==================== hazard_exc_ctrl_flat
**hazard_exc_ctrl_flat: met3 routing**

Bar = 20 um.
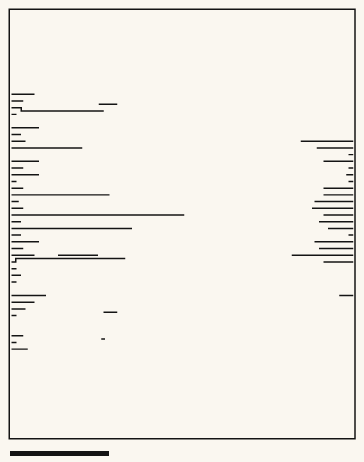

### config.mk
export PLATFORM = sky130hd
export DESIGN_NAME = hazard_exc_ctrl_flat
export DESIGN_NICKNAME = d
export VERILOG_FILES = /design/src/rtl/hazard_exc_ctrl_pkg.sv /design/src/rtl/hazard_exc_ctrl_if.sv /design/src/rtl/hazard_exc_ctrl_sync_ff.sv /design/src/rtl/hazard_exc_ctrl.sv /design/src/flat_wrapper.sv
export SDC_FILE = /design/constraint.sdc
export NUM_CORES = 1
export LEC_CHECK = 0
export ABC_AREA = 1
export CAP_MARGIN = 0
export CELL_PAD_IN_SITES_DETAIL_PLACEMENT = 1
export CELL_PAD_IN_SITES_GLOBAL_PLACEMENT = 1
export CORE_ASPECT_RATIO = 1.25
export CORE_UTILIZATION = 25
export DETAILED_ROUTE_END_ITERATION = 6
export GPL_TIMING_DRIVEN = 0
export PLACE_DENSITY = 0.77
export SLEW_MARGIN = 20
export SYNTH_ARGS = -nofsm -noshare
export SYNTH_HDL_FRONTEND = slang
export SYNTH_SLANG_ARGS = --single-unit
### constraint.sdc
create_clock -name CLK -period 1.4 [get_ports CLK]
set_input_delay 0.14 -clock CLK [delete_from_list [all_inputs] [get_ports CLK]]
set_output_delay 0.14 -clock CLK [all_outputs]
set_load 0.1 [all_outputs]
### src/rtl/hazard_exc_ctrl_pkg.sv
// Shared definitions for the hazard/exception controller: PC mux codes,
// register sentinel, FSM state encoding and the packed control bundle.
package hazard_exc_ctrl_pkg;

    typedef enum logic [1:0] {
        RUN      = 2'd0,
        DRAIN    = 2'd1,
        REDIRECT = 2'd2
    } state_t;

    localparam logic [1:0] PC_SEL_SEQ = 2'b00;
    localparam logic [1:0] PC_SEL_BR  = 2'b01;
    localparam logic [1:0] PC_SEL_VEC = 2'b10;
    localparam logic [1:0] PC_SEL_EPC = 2'b11;

    localparam logic [3:0] NOREG_CODE = 4'hF;

    typedef struct packed {
        logic       stall_pc;
        logic       stall_if_id;
        logic       flush_if_id;
        logic       flush_id;
        logic [1:0] pc_sel;
    } ctrl_t;

    // A load in EX whose destination is read by the instruction in ID.
    function automatic logic load_use(input logic       memread,
                                      input logic [3:0] regdst,
                                      input logic [3:0] noreg,
                                      input logic       uses1,
                                      input logic [3:0] src1,
                                      input logic       uses2,
                                      input logic [3:0] src2);
        return memread && (regdst != noreg) &&
               ((uses1 && (src1 == regdst)) || (uses2 && (src2 == regdst)));
    endfunction

endpackage

### src/rtl/hazard_exc_ctrl_if.sv
// Pipeline-side signal bundle of the hazard/exception controller.
// Every signal is a level sampled each CLK cycle; there is no valid/ready pairing.
interface hazard_exc_ctrl_if;
    import hazard_exc_ctrl_pkg::*;

    logic        id_valid_i;
    logic [15:0] id_pc_i;
    logic [3:0]  id_regsrc1_i;
    logic        id_uses1_i;
    logic [3:0]  id_regsrc2_i;
    logic        id_uses2_i;
    logic        ex_memread_i;
    logic [3:0]  ex_regdst_i;
    logic        branch_taken_i;
    logic        eret_i;
    logic        int_req_i;
    logic [3:0]  int_no_i;

    logic        stall_pc_o;
    logic        stall_if_id_o;
    logic        flush_if_id_o;
    logic        flush_id_o;
    logic [1:0]  pc_sel_o;
    logic [15:0] epc_o;
    logic [3:0]  cause_o;
    logic        int_en_o;

    modport master (
        output id_valid_i, id_pc_i, id_regsrc1_i, id_uses1_i, id_regsrc2_i,
               id_uses2_i, ex_memread_i, ex_regdst_i, branch_taken_i, eret_i,
               int_req_i, int_no_i,
        input  stall_pc_o, stall_if_id_o, flush_if_id_o, flush_id_o, pc_sel_o,
               epc_o, cause_o, int_en_o
    );

    modport slave (
        input  id_valid_i, id_pc_i, id_regsrc1_i, id_uses1_i, id_regsrc2_i,
               id_uses2_i, ex_memread_i, ex_regdst_i, branch_taken_i, eret_i,
               int_req_i, int_no_i,
        output stall_pc_o, stall_if_id_o, flush_if_id_o, flush_id_o, pc_sel_o,
               epc_o, cause_o, int_en_o
    );

endinterface

### src/rtl/hazard_exc_ctrl_sync_ff.sv
// Multi-flop synchroniser for a single asynchronous level input.
module hazard_exc_ctrl_sync_ff #(
    parameter int STAGES = 2
) (
    input  logic CLK,
    input  logic RST_N,
    input  logic d,
    output logic q
);

    logic [STAGES-1:0] chain;

    always_ff @(posedge CLK or negedge RST_N) begin
        if (!RST_N) chain <= '0;
        else        chain <= {chain[STAGES-2:0], d};
    end

    assign q = chain[STAGES-1];

endmodule

### src/rtl/hazard_exc_ctrl.sv
// Pipeline hazard and interrupt controller: load-use stalls, branch/ERET
// redirects, and the take -> DRAIN -> REDIRECT interrupt entry sequence.
module hazard_exc_ctrl
    import hazard_exc_ctrl_pkg::*;
#(
    parameter int         DRAIN_CYCLES = 2,
    parameter int         SYNC_STAGES  = 2,
    parameter bit         INT_EN_RESET = 1'b1,
    parameter logic [3:0] NOREG        = NOREG_CODE
) (
    input  logic                 CLK,
    input  logic                 RST_N,
    hazard_exc_ctrl_if.slave     bus,
    output state_t               dbg_state
);

    state_t      state, state_nxt;
    logic [2:0]  cnt;
    logic [15:0] epc_q;
    logic [3:0]  cause_q;
    logic        int_en_q;
    logic        irq, lu, take, eret_ok;
    ctrl_t       ctrl;

    hazard_exc_ctrl_sync_ff #(.STAGES(SYNC_STAGES)) u_int_sync (
        .CLK   (CLK),
        .RST_N (RST_N),
        .d     (bus.int_req_i),
        .q     (irq)
    );

    assign lu = load_use(bus.ex_memread_i, bus.ex_regdst_i, NOREG,
                         bus.id_uses1_i, bus.id_regsrc1_i,
                         bus.id_uses2_i, bus.id_regsrc2_i);
    // The interrupt beats every other RUN action; the ID instruction replays after ERET.
    assign take    = irq && int_en_q && bus.id_valid_i;
    assign eret_ok = !lu && bus.eret_i && bus.id_valid_i;

    always_ff @(posedge CLK or negedge RST_N) begin
        if (!RST_N) state <= RUN;
        else        state <= state_nxt;
    end

    always_comb begin
        state_nxt = state;
        case (state)
            RUN:      if (take) state_nxt = DRAIN;
            DRAIN:    if (cnt == 3'd0) state_nxt = REDIRECT;
            REDIRECT: state_nxt = RUN;
            default:  state_nxt = RUN;
        endcase
    end

    always_ff @(posedge CLK or negedge RST_N) begin
        if (!RST_N) begin
            cnt      <= 3'd0;
            epc_q    <= 16'h0000;
            cause_q  <= 4'h0;
            int_en_q <= INT_EN_RESET;
        end else begin
            case (state)
                RUN: begin
                    if (take) begin
                        epc_q    <= bus.id_pc_i;
                        cause_q  <= bus.int_no_i;
                        int_en_q <= 1'b0;
                        cnt      <= 3'(DRAIN_CYCLES - 1);
                    end else if (eret_ok) begin
                        int_en_q <= 1'b1;
                    end
                end
                DRAIN:   if (cnt != 3'd0) cnt <= cnt - 3'd1;
                default: ;
            endcase
        end
    end

    // Reset forces a clean bubble-free idle, independent of pipeline inputs.
    always_comb begin
        ctrl = '0;
        if (RST_N) begin
            case (state)
                RUN: begin
                    if (take) begin
                        ctrl.stall_pc    = 1'b1;
                        ctrl.flush_if_id = 1'b1;
                        ctrl.flush_id    = 1'b1;
                    end else if (lu) begin
                        ctrl.stall_pc    = 1'b1;
                        ctrl.stall_if_id = 1'b1;
                        ctrl.flush_id    = 1'b1;
                    end else if (eret_ok) begin
                        ctrl.pc_sel      = PC_SEL_EPC;
                        ctrl.flush_if_id = 1'b1;
                    end else if (bus.branch_taken_i && bus.id_valid_i) begin
                        ctrl.pc_sel      = PC_SEL_BR;
                        ctrl.flush_if_id = 1'b1;
                    end
                end
                DRAIN: begin
                    ctrl.stall_pc    = 1'b1;
                    ctrl.flush_if_id = 1'b1;
                    ctrl.flush_id    = 1'b1;
                end
                REDIRECT: begin
                    ctrl.pc_sel      = PC_SEL_VEC;
                    ctrl.flush_if_id = 1'b1;
                    ctrl.flush_id    = 1'b1;
                end
                default: ctrl = '0;
            endcase
        end
    end

    assign bus.stall_pc_o    = ctrl.stall_pc;
    assign bus.stall_if_id_o = ctrl.stall_if_id;
    assign bus.flush_if_id_o = ctrl.flush_if_id;
    assign bus.flush_id_o    = ctrl.flush_id;
    assign bus.pc_sel_o      = ctrl.pc_sel;
    assign bus.epc_o         = epc_q;
    assign bus.cause_o       = cause_q;
    assign bus.int_en_o      = int_en_q;
    assign dbg_state         = state;

endmodule

### src/flat_wrapper.sv
// flat-port wrapper written by rule: the top's interface ports become plain ports
module hazard_exc_ctrl_flat import hazard_exc_ctrl_pkg::*;
#(
    parameter int         DRAIN_CYCLES = 2,
    parameter int         SYNC_STAGES  = 2,
    parameter bit         INT_EN_RESET = 1'b1,
    parameter logic [3:0] NOREG        = NOREG_CODE
)
  (CLK, RST_N, dbg_state, bus_id_valid_i, bus_id_pc_i, bus_id_regsrc1_i, bus_id_uses1_i, bus_id_regsrc2_i, bus_id_uses2_i, bus_ex_memread_i, bus_ex_regdst_i, bus_branch_taken_i, bus_eret_i, bus_int_req_i, bus_int_no_i, bus_stall_pc_o, bus_stall_if_id_o, bus_flush_if_id_o, bus_flush_id_o, bus_pc_sel_o, bus_epc_o, bus_cause_o, bus_int_en_o);
  hazard_exc_ctrl_if bus_i ();
  input  logic CLK;
  input  logic RST_N;
  output state_t dbg_state;
  input wire logic [$bits(bus_i.id_valid_i)-1:0] bus_id_valid_i;
  input wire logic [$bits(bus_i.id_pc_i)-1:0] bus_id_pc_i;
  input wire logic [$bits(bus_i.id_regsrc1_i)-1:0] bus_id_regsrc1_i;
  input wire logic [$bits(bus_i.id_uses1_i)-1:0] bus_id_uses1_i;
  input wire logic [$bits(bus_i.id_regsrc2_i)-1:0] bus_id_regsrc2_i;
  input wire logic [$bits(bus_i.id_uses2_i)-1:0] bus_id_uses2_i;
  input wire logic [$bits(bus_i.ex_memread_i)-1:0] bus_ex_memread_i;
  input wire logic [$bits(bus_i.ex_regdst_i)-1:0] bus_ex_regdst_i;
  input wire logic [$bits(bus_i.branch_taken_i)-1:0] bus_branch_taken_i;
  input wire logic [$bits(bus_i.eret_i)-1:0] bus_eret_i;
  input wire logic [$bits(bus_i.int_req_i)-1:0] bus_int_req_i;
  input wire logic [$bits(bus_i.int_no_i)-1:0] bus_int_no_i;
  output wire logic [$bits(bus_i.stall_pc_o)-1:0] bus_stall_pc_o;
  output wire logic [$bits(bus_i.stall_if_id_o)-1:0] bus_stall_if_id_o;
  output wire logic [$bits(bus_i.flush_if_id_o)-1:0] bus_flush_if_id_o;
  output wire logic [$bits(bus_i.flush_id_o)-1:0] bus_flush_id_o;
  output wire logic [$bits(bus_i.pc_sel_o)-1:0] bus_pc_sel_o;
  output wire logic [$bits(bus_i.epc_o)-1:0] bus_epc_o;
  output wire logic [$bits(bus_i.cause_o)-1:0] bus_cause_o;
  output wire logic [$bits(bus_i.int_en_o)-1:0] bus_int_en_o;
  assign bus_i.id_valid_i = bus_id_valid_i;
  assign bus_i.id_pc_i = bus_id_pc_i;
  assign bus_i.id_regsrc1_i = bus_id_regsrc1_i;
  assign bus_i.id_uses1_i = bus_id_uses1_i;
  assign bus_i.id_regsrc2_i = bus_id_regsrc2_i;
  assign bus_i.id_uses2_i = bus_id_uses2_i;
  assign bus_i.ex_memread_i = bus_ex_memread_i;
  assign bus_i.ex_regdst_i = bus_ex_regdst_i;
  assign bus_i.branch_taken_i = bus_branch_taken_i;
  assign bus_i.eret_i = bus_eret_i;
  assign bus_i.int_req_i = bus_int_req_i;
  assign bus_i.int_no_i = bus_int_no_i;
  assign bus_stall_pc_o = bus_i.stall_pc_o;
  assign bus_stall_if_id_o = bus_i.stall_if_id_o;
  assign bus_flush_if_id_o = bus_i.flush_if_id_o;
  assign bus_flush_id_o = bus_i.flush_id_o;
  assign bus_pc_sel_o = bus_i.pc_sel_o;
  assign bus_epc_o = bus_i.epc_o;
  assign bus_cause_o = bus_i.cause_o;
  assign bus_int_en_o = bus_i.int_en_o;
  hazard_exc_ctrl #(.DRAIN_CYCLES(DRAIN_CYCLES), .SYNC_STAGES(SYNC_STAGES), .INT_EN_RESET(INT_EN_RESET), .NOREG(NOREG)) u_core (.CLK(CLK), .RST_N(RST_N), .bus(bus_i), .dbg_state(dbg_state));
endmodule
==================== put_module
$ cat config.mk
export PLATFORM = sky130hd
export DESIGN_NAME = put_module
export DESIGN_NICKNAME = d
export VERILOG_FILES = /design/src/rtl/ippro_stream_pkg.sv /design/src/rtl/put_skid_fifo.sv /design/src/rtl/put_module.sv
export SDC_FILE = /design/constraint.sdc
export NUM_CORES = 1
export LEC_CHECK = 0
export CAP_MARGIN = 25
export CORE_UTILIZATION = 31
export DETAILED_ROUTE_END_ITERATION = 10
export PLACE_DENSITY_LB_ADDON = 0.12
export SYNTH_ARGS = -nofsm -noshare
export SYNTH_HDL_FRONTEND = slang
export SYNTH_SLANG_ARGS = --single-unit
export TNS_END_PERCENT = 30
$ cat constraint.sdc
create_clock -name CLK -period 5.95 [get_ports CLK]
set_input_delay 1.19 -clock CLK [delete_from_list [all_inputs] [get_ports CLK]]
set_output_delay 1.19 -clock CLK [all_outputs]
set_load 0.05 [all_outputs]
$ cat src/rtl/ippro_stream_pkg.sv
// ippro_stream_pkg: shared defaults and FSM encoding for the IPPro streaming stages
package ippro_stream_pkg;
  localparam int DATA_W_DEFAULT = 32;
  localparam int FRAME_PIXELS_DEFAULT = 65536;
  typedef enum logic [1:0] {
    IDLE = 2'd0,
    STREAM = 2'd1,
    BACKPRESSURE = 2'd2
  } state_t;
endpackage

$ cat src/rtl/put_skid_fifo.sv
// put_skid_fifo: DEPTH x W register FIFO holding core results while the output FIFO is full
// Ports: push/din write a word (ignored when full unless popping), pop advances the head,
// dout is the head word, occ the occupancy, full/empty status.
module put_skid_fifo #(
  parameter int DEPTH = 2,
  parameter int W = 32,
  localparam int OW = $clog2(DEPTH + 1),
  localparam int PW = $clog2(DEPTH)
) (
  input  logic          clk,
  input  logic          rst,
  input  logic          push,
  input  logic          pop,
  input  logic [W-1:0]  din,
  output logic [W-1:0]  dout,
  output logic [OW-1:0] occ,
  output logic          full,
  output logic          empty
);
  logic [W-1:0] mem [DEPTH];
  logic [PW-1:0] rd, wr;
  logic do_push, do_pop;
  function automatic logic [PW-1:0] nxt(input logic [PW-1:0] p);
    return (p == PW'(DEPTH - 1)) ? '0 : p + PW'(1);
  endfunction
  assign full = occ == OW'(DEPTH);
  assign empty = occ == '0;
  assign do_pop = pop & ~empty;
  assign do_push = push & (~full | do_pop);
  assign dout = mem[rd];
  always_ff @(posedge clk) begin
    if (rst) begin
      rd <= '0;
      wr <= '0;
      occ <= '0;
    end else begin
      if (do_push) begin
        mem[wr] <= din;
        wr <= nxt(wr);
      end
      if (do_pop) rd <= nxt(rd);
      occ <= occ + OW'(do_push) - OW'(do_pop);
    end
  end
endmodule

$ cat src/rtl/put_module.sv
// put_module: writes IPPro core results into the output FIFO with skid buffering and frame counting
// Ports: ENABLE/FULL gate writes, CORE_VALID/CORE_DATA carry core results, FIFO_WRITE_EN/FIFO_DATA
// drive the output FIFO, STALL_CORE backpressures the core, PIXEL_COUNT/FRAME_DONE track the frame,
// OVERFLOW is a sticky flag for results dropped on a full skid buffer.
module put_module import ippro_stream_pkg::*; #(
  parameter int DATA_W = DATA_W_DEFAULT,
  parameter int SKID_DEPTH = 2,
  parameter int FRAME_PIXELS = FRAME_PIXELS_DEFAULT,
  parameter int CNT_W = 16
) (
  input  logic              CLK,
  input  logic              RESET,
  input  logic              ENABLE,
  input  logic              CORE_VALID,
  input  logic [DATA_W-1:0] CORE_DATA,
  input  logic              FULL,
  output logic              FIFO_WRITE_EN,
  output logic [DATA_W-1:0] FIFO_DATA,
  output logic              STALL_CORE,
  output logic              FRAME_DONE,
  output logic [CNT_W-1:0]  PIXEL_COUNT,
  output logic              OVERFLOW
);
  localparam int OW = $clog2(SKID_DEPTH + 1);
  logic can_write, pop, bypass, push, drop, write, last, buf_full, buf_empty;
  logic [OW-1:0] occ, occ_next;
  logic [DATA_W-1:0] head;
  state_t state, state_next;
  assign can_write = ENABLE & ~FULL;
  assign pop = can_write & ~buf_empty;
  assign bypass = can_write & buf_empty & CORE_VALID;
  assign push = CORE_VALID & ~bypass;
  assign drop = push & buf_full & ~pop;
  assign write = pop | bypass;
  assign occ_next = occ + OW'(push & ~drop) - OW'(pop);
  assign last = PIXEL_COUNT == CNT_W'(FRAME_PIXELS - 1);
  assign state_next = ~ENABLE ? IDLE : (state == IDLE) ? STREAM : FULL ? BACKPRESSURE : STREAM;
  put_skid_fifo #(.DEPTH(SKID_DEPTH), .W(DATA_W)) u_skid (
    .clk(CLK), .rst(RESET), .push(push), .pop(pop), .din(CORE_DATA),
    .dout(head), .occ(occ), .full(buf_full), .empty(buf_empty)
  );
  always_ff @(posedge CLK) begin
    if (RESET) begin
      state <= IDLE;
      FIFO_WRITE_EN <= 1'b0;
      FIFO_DATA <= '0;
      STALL_CORE <= 1'b0;
      FRAME_DONE <= 1'b0;
      PIXEL_COUNT <= '0;
      OVERFLOW <= 1'b0;
    end else begin
      state <= state_next;
      STALL_CORE <= (state_next == IDLE) | FULL | (occ_next >= OW'(SKID_DEPTH - 1));
      FIFO_WRITE_EN <= write;
      FRAME_DONE <= write & last;
      OVERFLOW <= OVERFLOW | drop;
      if (write) begin
        FIFO_DATA <= pop ? head : CORE_DATA;
        PIXEL_COUNT <= last ? '0 : PIXEL_COUNT + CNT_W'(1);
      end
    end
  end
endmodule

==================== fetch_sequencer
`config.mk`:
```
export PLATFORM = sky130hd
export DESIGN_NAME = fetch_sequencer
export DESIGN_NICKNAME = d
export VERILOG_FILES = /design/src/rtl/fetch_sequencer.sv
export SDC_FILE = /design/constraint.sdc
export NUM_CORES = 1
export LEC_CHECK = 0
export ABC_AREA = 0
export ABC_CLOCK_PERIOD_IN_PS = 9200
export CAP_MARGIN = 20
export CORE_ASPECT_RATIO = 0.8
export CORE_MARGIN = 2
export CORE_UTILIZATION = 45
export CTS_CLUSTER_SIZE = 20
export DETAILED_ROUTE_END_ITERATION = 8
export PLACE_DENSITY = 0.8
export RECOVER_POWER = 100
export SLEW_MARGIN = 20
export SYNTH_ARGS = -nofsm -noshare
export SYNTH_HDL_FRONTEND = slang
export SYNTH_SLANG_ARGS = --single-unit
```
`constraint.sdc`:
```
create_clock -name clk -period 9.2 [get_ports clk]
set_clock_uncertainty 0.15 [all_clocks]
set_input_delay 2.3 -clock clk [delete_from_list [all_inputs] [get_ports clk]]
set_output_delay 2.3 -clock clk [all_outputs]
set_load 0.03 [all_outputs]
```
`src/rtl/fetch_sequencer.sv`:
```
// Next-PC selection and IF/ID control for the 5-stage pipeline front end.
// Chooses hold / sequential / redirect each cycle and defers redirects that land during an imem wait.
module fetch_sequencer #(
  parameter logic [31:0] RESET_VECTOR = 32'h0000_0000,
  parameter int unsigned PC_STEP      = 4
) (
  input  logic        clk,
  input  logic        reset,
  input  logic [31:0] pc_cur,
  output logic [31:0] pc_next,
  output logic        imem_read,
  output logic [31:0] imem_addr,
  input  logic        imem_busy,
  input  logic        stall,
  input  logic        branch_taken,
  input  logic [31:0] branch_target,
  output logic        ifid_write,
  output logic        ifid_flush
);

  typedef enum logic [1:0] {
    FETCH = 2'd0,
    WAIT  = 2'd1,
    REDIR = 2'd2
  } state_e;

  state_e      state_q, state_d;
  logic [31:0] redir_target_q, redir_target_d;
  logic [31:0] pc_seq;

  assign pc_seq    = pc_cur + 32'(PC_STEP);
  assign imem_addr = pc_cur;

  // State and deferred-redirect registers.
  always_ff @(posedge clk or posedge reset) begin
    if (reset) begin
      state_q        <= FETCH;
      redir_target_q <= 32'h0;
    end else begin
      state_q        <= state_d;
      redir_target_q <= redir_target_d;
    end
  end

  // Next-state and output decode; FETCH and WAIT share one decision table.
  always_comb begin
    state_d        = state_q;
    redir_target_d = redir_target_q;
    pc_next        = pc_cur;
    imem_read      = 1'b1;
    ifid_write     = 1'b0;
    ifid_flush     = 1'b0;

    if (reset) begin
      pc_next    = RESET_VECTOR;
      imem_read  = 1'b0;
      ifid_flush = 1'b1;
    end else begin
      unique case (state_q)
        FETCH, WAIT: begin
          if (branch_taken) begin
            ifid_flush = 1'b1;
            if (imem_busy) begin
              redir_target_d = branch_target;
              state_d        = REDIR;
            end else begin
              pc_next = branch_target;
              state_d = FETCH;
            end
          end else if (imem_busy) begin
            state_d = WAIT;
          end else if (stall) begin
            state_d = FETCH;
          end else begin
            pc_next    = pc_seq;
            ifid_write = 1'b1;
            state_d    = FETCH;
          end
        end
        REDIR: begin
          // The in-flight fetch is discarded; a newer branch replaces the pending target.
          ifid_flush = 1'b1;
          if (branch_taken) begin
            redir_target_d = branch_target;
          end
          if (!imem_busy) begin
            pc_next = branch_taken ? branch_target : redir_target_q;
            state_d = FETCH;
          end
        end
        default: begin
          state_d = FETCH;
        end
      endcase
    end
  end

endmodule

```
**put_module: signal wires by layer**

Bar = 50 um.
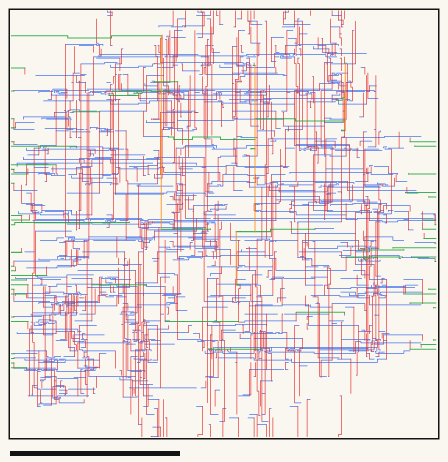
Key: met3 = green [wire length 514 um]; met1 = blue [wire length 5280 um]; met4 = orange [wire length 141 um]; met2 = red [wire length 5270 um]
overall routing resource usage: 0.1531
drt wl/cell: 16.49 um
Vias: 3359
final WL: 11210 um

==> results.txt, put_module <==
impl run done, here's what came out: design area around 6400 um2, synthesis area per yosys 4783 um2, initial antenna violation count 0, post-CTS resize count 0, Psw 735.0 uW, GRT overflow 0, Min-Delay Startpoint FIFO_DATA[18], Final Hold Viols 0, Post-Synthesis Net Count 438, unrepaired setup endpoints after global routing false, Max H-tree Level 4, maximum VDD drop 0.2318 mV, largest net degree at the start of global routing 51, CTS tree yes, CP most frequent cell ha_1, status finished clean, FP Util 0.3158, Comb gates between 200 and 250, Reg-to-Reg Start u_skid.occ[1]
==> put_module: routing by layer <==
layer | routed length (um) | GRT usage | up-vias
li1 | - | - | 1636
met1 | 5283 | 0.1932 | 1626
met2 | 5273 | 0.2340 | 85
met3 | 514 | 0.06160 | 12
met4 | 141 | 0.05953 | 0
met5 | 0 | 0 | -
==> put_module: kinds of logic after synthesis <==
logic type / Yosys count
buffers and inverters: 36
AND/OR/NAND/NOR: 118
adder cells (fa/ha/maj): 5
multiplexers: 33
flip-flops: 121
XOR/XNOR: 13
AND-OR/OR-AND: 70
==> put_module: power by group through the flow <==
stage	Clock [uW]	Sequential, uW	Combinational [uW]
4_1_cts	993	1030	525
6_report	968	1030	520
5_1_grt	1030	1040	569
2_1_floorplan	0	1120	284
3_5_place_dp	0	1050	522
3_3_place_gp	0	1050	515
==> put_module: worst reg2reg max path: stages (launching register included) <==
cell and delay (ns):
dfxtp_1 0.50, or2_2 0.49, and2_2 0.77, ha_1 0.38, inv_1 0.06, ha_1 0.15, xor2_1 0.17, xnor2_1 0.13
nor2_1 0.05
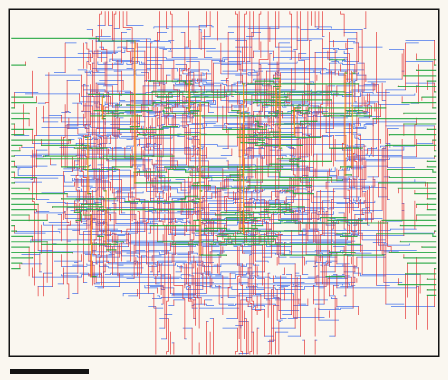
**Above:** fetch_sequencer (signal wires by layer).
Bar = 20 um.
Key: met1 = blue [wire length 5790 um]; met2 = red [wire length 5970 um]; met4 = orange [wire length 279 um]; met3 = green [wire length 1780 um]
drt wl/cell: 20.14 um
final WL: 13820 um
Vias: 4387
overall routing resource usage: 0.2880

==> results.txt, fetch_sequencer <==
impl run done, here's what came out: max-slew violation count 46, met2 GRT Util 0.4432, Final Hold Viols 0, number of I/O pins 136, FP Util 0.4653, Syn Inst Count between 400 and 500, CTS Buf Count 5, DR WL met2 roughly 6000 um, global-route wire length before repair 21530 um, Crit Path Class in2out, status finished, violations left, failing checks capacitance limit, slew limit, PwrDens 129.4 nW/um2, Max-Cap Viols 2, CTS max path bufs 2, post-synthesis cell count from yosys 498, register share after synthesis 0.2155, Post-Synthesis Net Count 568, nets 645, r2r worst-path depth 5, Unique cell types 60, tool warnings 26, Setup WS post-layout approximately 0.8 ns
==> fetch_sequencer: report_power, final <==
group          switching, uW  internal (uW)  total, uW
Clock                   60.6           57.9        119
Combinational            188            139        326
Sequential              24.6            193        218
Total                    273            390        663
==> fetch_sequencer: cells by family after synthesis <==
logic type	count (synthesis)	synth area share
compound gates	158	0.2539
simple gates	139	0.1924
buf+inv	82	0.1160
xor+xnor	15	0.03328
fa+ha+maj	1	0.003169
flops	34	0.2155
mux	69	0.1857
==> fetch_sequencer: final cells by class <==
cell class / instances / area [um2]
well taps: 112 / 140.1
clock buffers: 6 / 82.58
fillers: 788 / 3359
inverters: 11 / 41.29
flip-flops and latches: 34 / 850.8
multi-input cells: 382 / 2630
repair buffers: 141 / 1379
==> fetch_sequencer: stage by stage <==
step / total power, uW / cells / cell area [um2] / util / hold slack [ns]
after floorplan: 431.8 / 498 / 3948 / - / 0.2995
after global placement: 541.5 / 680 / 5057 / 0.5962 / 0.3090
after detailed placement: 552.1 / 680 / 5057 / 0.5962 / 0.3247
after CTS: 669.0 / 686 / 5140 / 0.6059 / 0.3421
after global routing: 696.9 / 686 / 5124 / 0.6040 / 0.3545
final: 662.9 / 686 / 5124 / 0.6040 / 0.3366
**hazard_exc_ctrl_flat: pin map**

Bar = 20 um. Pins as bars across the die edge, other pins in grey.
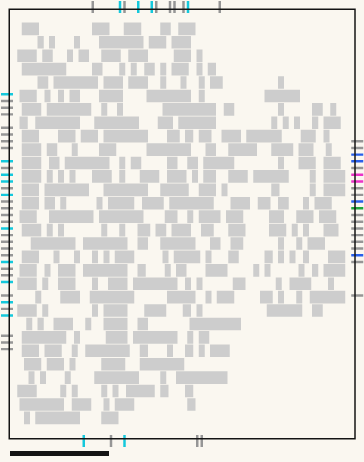
Key: `bus_pc_sel_o` = magenta [pins 2, direction output, edge right]; `bus_id_uses1_i` = green [pins 1, direction input, edge right]; `bus_id_regsrc2_i` = blue [pins 4, direction input, edge right]; `bus_epc_o` = cyan [pins 16, direction output, edge 10 left, 4 top, 2 bottom]
Die H: 86.79 um
port bufs: 69
Die X: 69.83 um

About 'met3 routing' of hazard_exc_ctrl_flat:
The layer holds 7.3% of the routed length. The wires run mostly horizontal.
Vias: 1514
final WL: 4517 um
GRT met3 Usage: 0.03488

==> results.txt, hazard_exc_ctrl_flat <==
impl run done, here's what came out: top cells by count, synth 90 x nand2_1, 27 x dfrtp_1, 21 x inv_1, CTS Buf Count 3, final worst clock skew 0.002848 ns, minimum clock period 1.829 ns, failing checks hold timing, setup timing, Worst Path Required 1.26 ns, FMAX 546.8 MHz, logic area 799.5 um2, met2 GRT Util 0.2605, Setup WS post-layout -0.4290 ns, Synth Flop Type dfrtp_1, fraction of area in multi-input gates 0.2999, Syn. warnings 0, Final Hold Viols 27, critical path data arrival time 1.69 ns, Non-Clock Buffer Area Fraction 0.3440, core area 5480 um2, PwrDens 2459 nW/um2, # setup viols final 31, crit-path cells inv_4, ha_4, buf_4, nand3_4, o21ai_4, buf_12, measured slew at the worst slew-check pin 0.7584 ns, reg-to-reg slack, setup -0.33 ns, drt wl/cell 13.44 um, status finished, violations left, Worst Hold Margin -0.07791 ns, Synth top cell by count nand2_1, crit path to bus_pc_sel_o[1], post-synthesis cell count from yosys ~190, Top Metal Used met4
[hazard_exc_ctrl_flat: layout by cell type (no fill, tap or decap), drive strengths merged]
cell type       n
nand4           1
clkdlybuf4s50  32
inv            21
nor2           10
dfrtp          27
nand2          92
clkinvlp        2
ha              6
nand3          10
a21oi           4
dlygate4sd2     2
clkdlybuf4s15  20
clkbuf          6
dlymetal6s2s    5
o21a            1
xnor2           2
buf            22
dfstp           1
o22ai           2
o21ai           6
[hazard_exc_ctrl_flat: through the flow]
stage	TNS [ns]	power (uW)	setup WS (ns)	hold slack [ns]	cell area (um2)
2_1_floorplan	-4.609	4697	-0.4952	-0.1556	1521
5_1_grt	-8.000	6862	-0.5085	-0.03794	2666
3_5_place_dp	-14.97	5746	-1.424	0.2347	2287
3_3_place_gp	-31.25	5703	-2.345	0.3315	2292
4_1_cts	-4.705	6404	-0.4260	-0.06926	2502
6_report	-5.533	6555	-0.4290	-0.07791	2666
[hazard_exc_ctrl_flat: power by group]
group	switching (uW)	internal [uW]	total [uW]	leakage, uW
combinational	3450	1200	4650	0.000940
sequential	221	1180	1400	0.000344
clock	248	252	501	0.0000288


==> notes/layouts.md <==
Pictures saved along the way, in no particular order.

Cells by drive strength.
panel A
Bar = 20 um.
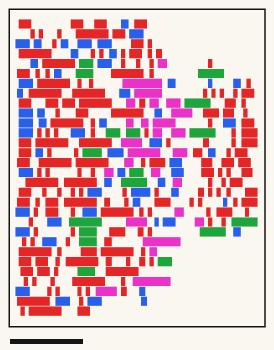
panel B
Bar = 20 um.
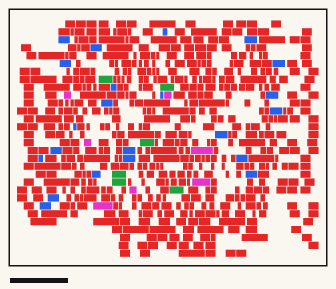
panel C
Bar = 50 um.
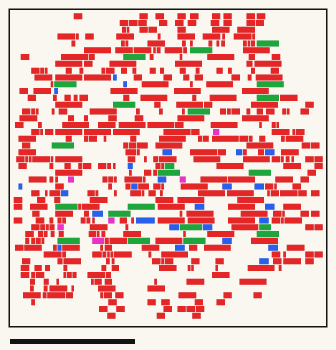
fetch_sequencer -> panel B
put_module -> panel C
hazard_exc_ctrl_flat -> panel A
The one with the smallest die is panel A.
The one with the fewest cells is panel A.

Key to panel A:
Key: drive 1 or less = red [cells 174, most used nand2_1]; drive 6 and up = green [cells 17, most used buf_12]; drive 3 to 4 = magenta [cells 26, most used buf_4]; drive 2 = blue [cells 55, most used clkdlybuf4s15_2]

No activity file was given, so power comes from the tool's default toggle rates.
